==================== pla_ctrl
===== src/rtl/pla_ctrl.sv =====
// -----------------------------------------------------------------------------
// pla_ctrl: configuration and evaluation controller for a reloadable AND/OR PLA.
//
// A sum-of-products fuse map is streamed in through a valid/ready config port
// (N_TERMS AND rows followed by N_OUT OR rows) into shadow planes. On the last
// OR beat both shadow planes are copied to the active planes in one edge, so
// evaluation never sees a half-written map. Evaluations always use the active
// planes and produce a registered result one cycle after acceptance.
//
// Ports:
//   clk         rising-edge clock
//   rst         asynchronous active-high reset
//   cfg_start   request a (re)load; honoured in IDLE and RUN only
//   cfg_valid   config beat valid
//   cfg_ready   config beat accepted when cfg_valid && cfg_ready (== busy)
//   cfg_data    AND row (2*N_IN bits) or OR row (low N_TERMS bits)
//   busy        load sequence in progress
//   configured  active planes hold a committed map (sticky until rst)
//   eval_valid  evaluation request
//   eval_ready  equals configured
//   eval_in     PLA input vector
//   out_valid   one-cycle pulse, result valid
//   out_data    PLA result, bit j = output j
// -----------------------------------------------------------------------------
module pla_ctrl #(
  parameter int N_IN    = 3,
  parameter int N_TERMS = 4,
  parameter int N_OUT   = 2
) (
  input  logic                 clk,
  input  logic                 rst,
  input  logic                 cfg_start,
  input  logic                 cfg_valid,
  output logic                 cfg_ready,
  input  logic [2*N_IN-1:0]    cfg_data,
  output logic                 busy,
  output logic                 configured,
  input  logic                 eval_valid,
  output logic                 eval_ready,
  input  logic [N_IN-1:0]      eval_in,
  output logic                 out_valid,
  output logic [N_OUT-1:0]     out_data
);

  localparam logic [1:0] S_IDLE     = 2'd0;
  localparam logic [1:0] S_LOAD_AND = 2'd1;
  localparam logic [1:0] S_LOAD_OR  = 2'd2;
  localparam logic [1:0] S_RUN      = 2'd3;

  // The row counter is shared by both load phases, so size it for the longer one.
  localparam int CNT_MAX = (N_TERMS > N_OUT) ? N_TERMS : N_OUT;
  localparam int CW      = (CNT_MAX > 1) ? $clog2(CNT_MAX) : 1;

  localparam logic [CW-1:0] LAST_AND = CW'(N_TERMS - 1);
  localparam logic [CW-1:0] LAST_OR  = CW'(N_OUT - 1);

  logic [1:0]                         state_q, state_d;
  logic [CW-1:0]                      cnt_q, cnt_d;
  logic [N_TERMS-1:0][2*N_IN-1:0]     and_sh_q, and_sh_d;
  logic [N_OUT-1:0][N_TERMS-1:0]      or_sh_q, or_sh_d;
  logic [N_TERMS-1:0][2*N_IN-1:0]     and_act_q, and_act_d;
  logic [N_OUT-1:0][N_TERMS-1:0]      or_act_q, or_act_d;
  logic                               configured_q, configured_d;
  logic                               out_valid_q, out_valid_d;
  logic [N_OUT-1:0]                   out_data_q, out_data_d;

  logic                               loading_s;
  logic                               beat_s;
  logic                               eval_acc_s;
  logic [N_TERMS-1:0]                 terms_s;
  logic [N_OUT-1:0]                   eval_res_s;

  assign loading_s  = (state_q == S_LOAD_AND) || (state_q == S_LOAD_OR);
  assign beat_s     = cfg_valid && loading_s;
  assign eval_acc_s = eval_valid && configured_q;

  assign busy       = loading_s;
  assign cfg_ready  = loading_s;
  assign configured = configured_q;
  assign eval_ready = configured_q;
  assign out_valid  = out_valid_q;
  assign out_data   = out_data_q;

  // Product terms and OR plane over the active map only.
  always_comb begin
    terms_s    = '1;
    eval_res_s = '0;
    for (int k = 0; k < N_TERMS; k++) begin
      for (int i = 0; i < N_IN; i++) begin
        // A literal that is enabled must be true; enabling both polarities
        // therefore forces the term to 0, and an empty row stays 1.
        terms_s[k] = terms_s[k]
                   & (~and_act_q[k][2*i]   |  eval_in[i])
                   & (~and_act_q[k][2*i+1] | ~eval_in[i]);
      end
    end
    for (int j = 0; j < N_OUT; j++) begin
      eval_res_s[j] = |(or_act_q[j] & terms_s);
    end
  end

  // Load FSM, shadow-plane writes and atomic commit to the active planes.
  always_comb begin
    state_d      = state_q;
    cnt_d        = cnt_q;
    and_sh_d     = and_sh_q;
    or_sh_d      = or_sh_q;
    and_act_d    = and_act_q;
    or_act_d     = or_act_q;
    configured_d = configured_q;
    case (state_q)
      S_IDLE, S_RUN: begin
        if (cfg_start) begin
          state_d = S_LOAD_AND;
          cnt_d   = '0;
        end else begin
          state_d = state_q;
        end
      end
      S_LOAD_AND: begin
        if (beat_s) begin
          and_sh_d[cnt_q] = cfg_data;
          if (cnt_q == LAST_AND) begin
            state_d = S_LOAD_OR;
            cnt_d   = '0;
          end else begin
            cnt_d = cnt_q + CW'(1);
          end
        end else begin
          cnt_d = cnt_q;
        end
      end
      S_LOAD_OR: begin
        if (beat_s) begin
          or_sh_d[cnt_q] = cfg_data[N_TERMS-1:0];
          if (cnt_q == LAST_OR) begin
            // Commit includes the row arriving on this very beat.
            and_act_d    = and_sh_q;
            or_act_d     = or_sh_d;
            configured_d = 1'b1;
            state_d      = S_RUN;
            cnt_d        = '0;
          end else begin
            cnt_d = cnt_q + CW'(1);
          end
        end else begin
          cnt_d = cnt_q;
        end
      end
      default: begin
        state_d = S_IDLE;
        cnt_d   = '0;
      end
    endcase
  end

  // Result register: data holds when no evaluation is accepted.
  always_comb begin
    out_valid_d = eval_acc_s;
    if (eval_acc_s) begin
      out_data_d = eval_res_s;
    end else begin
      out_data_d = out_data_q;
    end
  end

  // State and plane registers.
  always_ff @(posedge clk or posedge rst) begin
    if (rst) begin
      state_q      <= S_IDLE;
      cnt_q        <= '0;
      and_sh_q     <= '0;
      or_sh_q      <= '0;
      and_act_q    <= '0;
      or_act_q     <= '0;
      configured_q <= 1'b0;
      out_valid_q  <= 1'b0;
      out_data_q   <= '0;
    end else begin
      state_q      <= state_d;
      cnt_q        <= cnt_d;
      and_sh_q     <= and_sh_d;
      or_sh_q      <= or_sh_d;
      and_act_q    <= and_act_d;
      or_act_q     <= or_act_d;
      configured_q <= configured_d;
      out_valid_q  <= out_valid_d;
      out_data_q   <= out_data_d;
    end
  end

endmodule


===== config.mk =====
export PLATFORM = sky130hd
export DESIGN_NAME = pla_ctrl
export DESIGN_NICKNAME = d
export VERILOG_FILES = /design/src/rtl/pla_ctrl.sv
export SDC_FILE = /design/constraint.sdc
export NUM_CORES = 1
export LEC_CHECK = 0
export ABC_CLOCK_PERIOD_IN_PS = 4200
export CAP_MARGIN = 20
export CELL_PAD_IN_SITES_DETAIL_PLACEMENT = 1
export CELL_PAD_IN_SITES_GLOBAL_PLACEMENT = 2
export CORE_ASPECT_RATIO = 1.5
export CORE_MARGIN = 4
export CORE_UTILIZATION = 42
export DETAILED_ROUTE_END_ITERATION = 12
export HOLD_SLACK_MARGIN = 0.03
export PLACE_DENSITY_LB_ADDON = 0.1
export SYNTH_ARGS = -nofsm -noshare
export SYNTH_HDL_FRONTEND = slang
export SYNTH_SLANG_ARGS = --single-unit

===== constraint.sdc =====
create_clock -name clk -period 4.2 [get_ports clk]
set_clock_uncertainty 0.15 [all_clocks]
set_input_delay 0.63 -clock clk [delete_from_list [all_inputs] [get_ports clk]]
set_output_delay 0.63 -clock clk [all_outputs]
set_load 0.01 [all_outputs]

==> summary.txt <==
Physical implementation status

The number of global-route vias before repair was 2132. The setup fix buffers added after clock tree synthesis stands at 0. The worst setup path is captured at an output port. The number of violations of the max-capacitance limit stands at 0. The synthesized netlist handed to floorplanning was reported with a cell count of 267. The number of nets at the end of the flow stands at 308.

CTS saw slightly below 70 sinks. After synthesis, the design contains 267 cells according to Yosys. Among the stages of the critical path, the cell type that occurs most often is inv_1. Global route summary, busiest routing layer listed as met2. The flow ran to the end, and the final reports show no timing, DRC or antenna violations. The tally of unique sky130hd cells used after synthesis stands at 28. The initial antenna violation count stands at 0. The filler-free cell count of the finished design stands at 370. The cell area after layout stands at 3410 um2. The cell count after placement stands at 353. Setup total negative slack on the finished layout was measured at 0 ns. The yosys-reported design area after synthesis stands at 3020 um2. The chip area stands at 8640 um2.

The final period utilization stands at 0.606. Port buffering added 20 buffers. A synthesized cell averages 11.3 um2. The area of placed instances stands at about 3200 um2.

The vias per cell stands at 5.22. The final max-slew violation count recorded for this run is 0. The later pin in the worst-skew pair is clocked with a latency of roughly 0.33 ns. In this run, the number of DRC markers left after iteration 0 of detailed routing was 63.

Per the cell usage report, the commonest logic cells after layout are nand2_1, dfrtp_1, mux2_2. For reference, the most critical setup path is categorized as register to output port. The met3 usage stands at 0.0380.

TritonCTS built the clock tree. In this run, synthesis inferred 0 flip-flops with an integrated enable. The maximum fanout count along the critical path stands at 4. The H-tree depth stands at 3. The wire length of the first global-routing pass stands at 11300 um.
==> sequential cells by signal (all words and copies together) (netlist names) <==
signal      flops
cnt_q           2
out_valid       1
or_act_q        8
and_sh_q       24
and_act_q      24
state_q         2
configured      1
or_sh_q         4
out_data        2
==> where the power goes <==
group	switching, mW	internal [mW]
combinational	0.326	0.338
clock	0.241	0.229
sequential	0.127	0.894
==> final cells by class <==
class                           count  area, um2
Fill cell                         785       3540
Clock buffer                       12        145
Inverter                            9       33.8
Timing Repair Buffer               23        243
Tap cell                           78       97.6
Sequential cell                    68       1700
Multi-Input combinational cell    176       1160
Clock inverter                      4       25.0
==> metal layers <==
layer | vias to the layer above | part of all wire
met1 | 975 | 0.44
li1 | 923 | -
met2 | 25 | 0.51
met4 | 0 | 0.019
met3 | 8 | 0.025
met5 | - | 0
==> kinds of logic after synthesis <==
family / share of synthesized area
AND-OR/OR-AND: 0.0381
adder cells (fa/ha/maj): 0.0290
buffers and inverters: 0.0514
flip-flops: 0.564
multiplexers: 0.164
AND/OR/NAND/NOR: 0.154
==> worst max-delay path: cells and delay by family, from the launching register on <==
family	cells	cell delay [ns]
adders and majority gates	1	0.35
DFF	1	0.35
buffers and inverters	3	0.74
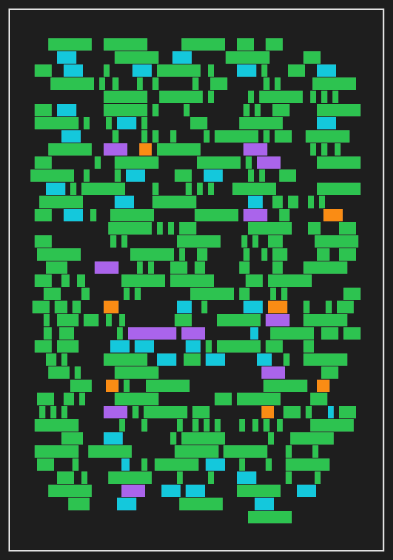
pla_ctrl: cells by drive strength
legend:
  x1 and smaller:
    colour: green
    cells: 239
    share: 82%
    most_used: nand2_1
  x2:
    colour: cyan
    cells: 35
    share: 12%
    most_used: mux2_2
  x6 and larger:
    colour: purple
    cells: 11
    share: 3.8%
    most_used: clkbuf_8
  x3 and x4:
    colour: orange
    cells: 7
    share: 2.4%

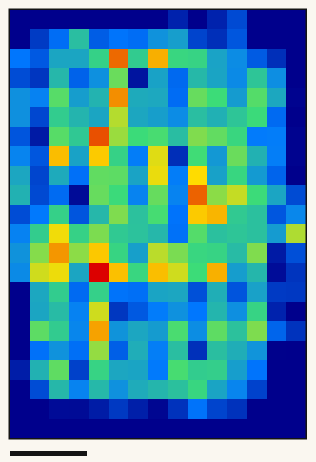
pla_ctrl: wire density map
Bar = 20 um. 15 x 22 tiles, from dark blue (low) to red (high), scaled to the fullest tile. Values are wire area over tile area, all layers added.
nearly empty tiles: 17%
densest ninth of the die: centre
fullest tile: 0.37
tiles over half the peak: 18%
mean over tiles: 0.12
emptiest ninth of the die: south-east


==================== inst_fetch_unit
`src/rtl/inst_fetch_unit.sv`:
```
`default_nettype none
// ============================================================================
// Module      : inst_fetch_unit
// Description : Pipeline front end. Holds the PC, issues in-order word fetches
//               and buffers returned instructions with their PCs for decode.
// Revision    : 1.0 - initial release
// ============================================================================
module inst_fetch_unit #(
    parameter logic [31:0] RESET_PC   = 32'h0000_3000,
    parameter int          FIFO_DEPTH = 4
) (
    input  logic        clk,
    input  logic        rst,
    output logic        imem_req_valid,
    input  logic        imem_req_ready,
    output logic [31:0] imem_req_addr,
    input  logic        imem_rsp_valid,
    input  logic [31:0] imem_rsp_data,
    output logic        inst_valid,
    input  logic        inst_ready,
    output logic [31:0] inst,
    output logic [31:0] inst_pc,
    input  logic        redirect_valid,
    input  logic [31:0] redirect_pc
);

    localparam int          CW      = $clog2(FIFO_DEPTH + 1);
    localparam int          PW      = $clog2(FIFO_DEPTH);
    localparam logic [CW:0] c_depth = (CW + 1)'(FIFO_DEPTH);

    logic [31:0]   r_fetch_pc;
    logic [CW-1:0] r_outstanding;
    logic [CW-1:0] r_drop_cnt;
    logic [CW-1:0] r_count;
    logic [PW-1:0] r_pcq_wr;
    logic [PW-1:0] r_pcq_rd;
    logic [PW-1:0] r_fifo_wr;
    logic [PW-1:0] r_fifo_rd;
    logic [31:0]   r_pcq       [FIFO_DEPTH];
    logic [31:0]   r_fifo_pc   [FIFO_DEPTH];
    logic [31:0]   r_fifo_data [FIFO_DEPTH];

    logic          w_credit;
    logic          w_req_fire;
    logic          w_push;
    logic          w_pop;
    logic [CW-1:0] w_fire_ext;
    logic [CW-1:0] w_rsp_ext;
    logic [CW-1:0] w_push_ext;
    logic [CW-1:0] w_pop_ext;

    // Credit covers both buffered and in-flight (including stale) fetches,
    // so every response is guaranteed a free FIFO slot.
    assign w_credit       = ({1'b0, r_count} + {1'b0, r_outstanding}) < c_depth;
    assign imem_req_valid = !rst && !redirect_valid && w_credit;
    assign imem_req_addr  = r_fetch_pc;
    assign w_req_fire     = imem_req_valid && imem_req_ready;

    assign w_push = !rst && imem_rsp_valid && (r_drop_cnt == '0) && !redirect_valid;
    assign w_pop  = inst_valid && inst_ready && !redirect_valid;

    assign w_fire_ext = {{(CW-1){1'b0}}, w_req_fire};
    assign w_rsp_ext  = {{(CW-1){1'b0}}, imem_rsp_valid};
    assign w_push_ext = {{(CW-1){1'b0}}, w_push};
    assign w_pop_ext  = {{(CW-1){1'b0}}, w_pop};

    assign inst_valid = (r_count != '0);
    assign inst       = inst_valid ? r_fifo_data[r_fifo_rd] : 32'h0;
    assign inst_pc    = inst_valid ? r_fifo_pc[r_fifo_rd]   : 32'h0;

    always_ff @(posedge clk) begin
        if (rst) begin
            r_fetch_pc    <= RESET_PC;
            r_outstanding <= '0;
            r_drop_cnt    <= '0;
            r_count       <= '0;
            r_pcq_wr      <= '0;
            r_pcq_rd      <= '0;
            r_fifo_wr     <= '0;
            r_fifo_rd     <= '0;
        end else begin
            r_outstanding <= r_outstanding + w_fire_ext - w_rsp_ext;
            if (w_req_fire)
                r_pcq_wr <= r_pcq_wr + 1'b1;
            // PC queue tracks every response, stale ones included
            if (imem_rsp_valid)
                r_pcq_rd <= r_pcq_rd + 1'b1;
            if (redirect_valid) begin
                r_fetch_pc <= redirect_pc & 32'hFFFF_FFFC;
                r_drop_cnt <= r_outstanding - w_rsp_ext;
                r_fifo_rd  <= r_fifo_wr;
                r_count    <= '0;
            end else begin
                if (w_req_fire)
                    r_fetch_pc <= r_fetch_pc + 32'd4;
                if (imem_rsp_valid && (r_drop_cnt != '0))
                    r_drop_cnt <= r_drop_cnt - 1'b1;
                if (w_push)
                    r_fifo_wr <= r_fifo_wr + 1'b1;
                if (w_pop)
                    r_fifo_rd <= r_fifo_rd + 1'b1;
                r_count <= r_count + w_push_ext - w_pop_ext;
            end
        end
    end

    always_ff @(posedge clk) begin
        if (w_req_fire)
            r_pcq[r_pcq_wr] <= r_fetch_pc;
        if (w_push) begin
            r_fifo_pc[r_fifo_wr]   <= r_pcq[r_pcq_rd];
            r_fifo_data[r_fifo_wr] <= imem_rsp_data;
        end
    end

endmodule
`default_nettype wire

```
`config.mk`:
```
export PLATFORM = sky130hd
export DESIGN_NAME = inst_fetch_unit
export DESIGN_NICKNAME = d
export VERILOG_FILES = /design/src/rtl/inst_fetch_unit.sv
export SDC_FILE = /design/constraint.sdc
export NUM_CORES = 1
export LEC_CHECK = 0
export CORE_MARGIN = 2
export CORE_UTILIZATION = 61
export DETAILED_ROUTE_END_ITERATION = 8
export PLACE_DENSITY = 0.88
export SYNTH_ARGS = -nofsm -noshare
export SYNTH_HDL_FRONTEND = slang
export SYNTH_SLANG_ARGS = --single-unit
```
`constraint.sdc`:
```
create_clock -name clk -period 10.7 [get_ports clk]
set_clock_uncertainty 0.15 [all_clocks]
set_input_delay 1.605 -clock clk [delete_from_list [all_inputs] [get_ports clk]]
set_output_delay 1.605 -clock clk [all_outputs]
set_load 0.01 [all_outputs]
```
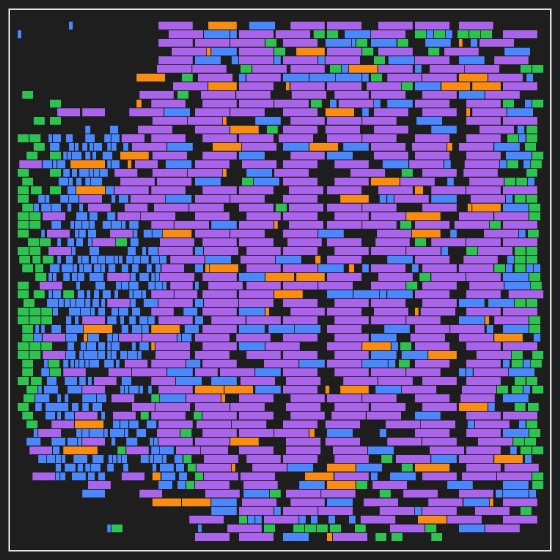
inst_fetch_unit: cells coloured by class
legend:
  clock drivers and dummy loads:
    colour: orange
    cells: 72
  remaining logic cells:
    colour: blue
    cells: 453
  remaining buffers and delay cells:
    colour: green
    cells: 172
  registers:
    colour: purple
    cells: 419

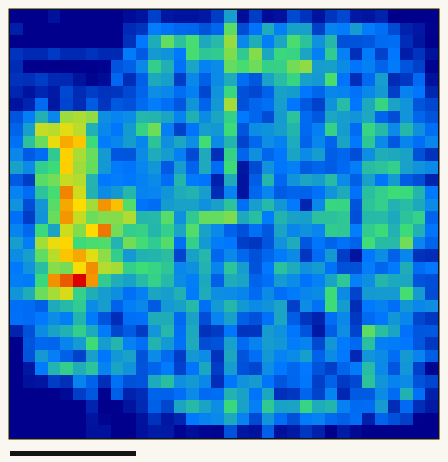
inst_fetch_unit: wire density map
Bar = 50 um. 34 x 34 tiles, from dark blue (low) to red (high), scaled to the fullest tile. Values are wire area over tile area, all layers added.
tiles over half the peak: 8.7%
fullest tile: 0.71
nearly empty tiles: 7.6%
densest ninth of the die: west
mean over tiles: 0.19

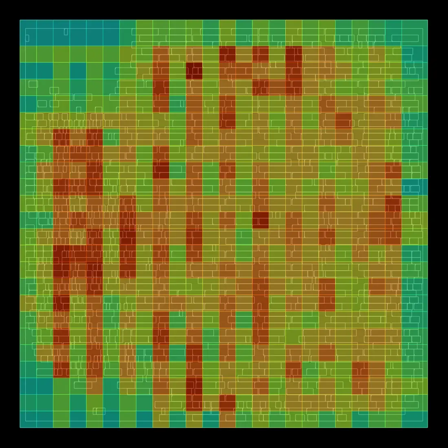
inst_fetch_unit: congestion heat map
share of the core filled with cells: 0.738
average wire per standard cell: 23.8 um
global routing usage on met1: 0.330
GRT Max-Usage Layer: met2
global-route met3 utilization: 0.0450

==> summary.txt <==
Physical implementation status

The run finished with clean final reports. The flop count stands at between 400 and 500. In this run the clock root is driven by a clkbuf_16. The layout report gives the multi-input gate share of total cell area as 0.218.

Setup repair after global routing left no endpoint under its margin. The clock transition at the register clock pins on the worst setup and hold paths after CTS stands at 0.06 ns. Summing all multi-input logic gate instances after layout gives 4340 um2.

The HPWL reported at the end of detailed placement stands at 19700 um. In the layout the commonest cells are edfxtp_1, clkdlybuf4s50_1, mux4_2. The biggest slice of the area belongs to sequential cells. After clock tree synthesis, the repair step resized 0 gates. Static timing analysis puts the maximum clock frequency at 189 MHz. For hold timing, the worst endpoint is r_fifo_wr[0]. For this run, the leading register cell type out of synthesis is edfxtp_1. The yosys-reported design area after synthesis stands at between 15000 and 20000 um2. The fraction of cell area in sequential cells is reported as 0.607.
[stage by stage]
step / utilization / instance area [um2] / setup WS, ns / hold WS [ns]
global route: 0.738 / 19900 / 5.32 / 0.395
finish: 0.738 / 19900 / 5.40 / 0.373
floorplan: - / 16700 / 6.20 / 0.319
CTS: 0.738 / 19900 / 5.40 / 0.375
global placement: 0.691 / 18600 / 5.38 / 0.334
detailed placement: 0.691 / 18600 / 5.42 / 0.356
[worst max path at each step]
stage                     from           endpoint  slack, ns  cells past startpoint
final                      rst     imem_req_valid       5.40                      5
after global routing       rst     imem_req_valid       5.32                      5
after CTS                  rst     imem_req_valid       5.40                      5
after detailed placement   rst     imem_req_valid       5.42                      5
after global placement     rst     imem_req_valid       5.38                      5
after floorplan            rst  r_fifo_data[0][0]       6.20                      5
[sequential cells by signal, indices dropped and copies added, names as in the netlist, named ones only]
signal / flops
r_pcq_rd: 2
r_count: 3
r_fifo_pc: 120
r_drop_cnt: 3
r_outstanding: 3
r_fifo_rd: 2
r_pcq_wr: 2
r_pcq: 120
imem_req_addr: 30
r_fifo_data: 128
r_fifo_wr: 2
[report_power, final]
part	internal (mW)	switching, mW
sequential	1.83	0.0479
combinational	0.142	0.131
clock	0.800	0.573


==> gallery <==
Placement density heat map.
(a)
Bar = 50 um. 17 x 17 tiles, from dark blue (low) to red (high), 0 to 100% covered.
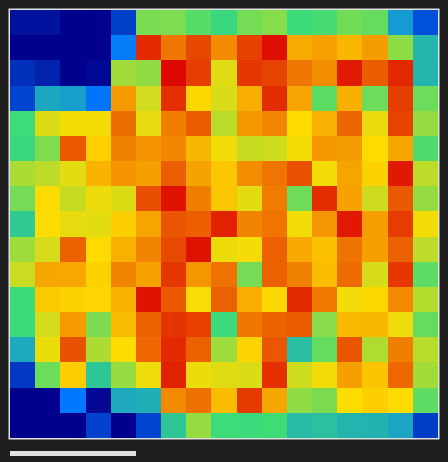
(b)
Bar = 20 um. 8 x 11 tiles, from dark blue (low) to red (high), 0 to 100% covered.
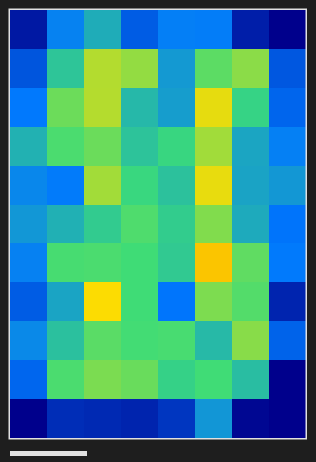
For inst_fetch_unit, see (a).
For pla_ctrl, see (b).

Power figures rest on the tool's default switching activity, not on a simulated workload.
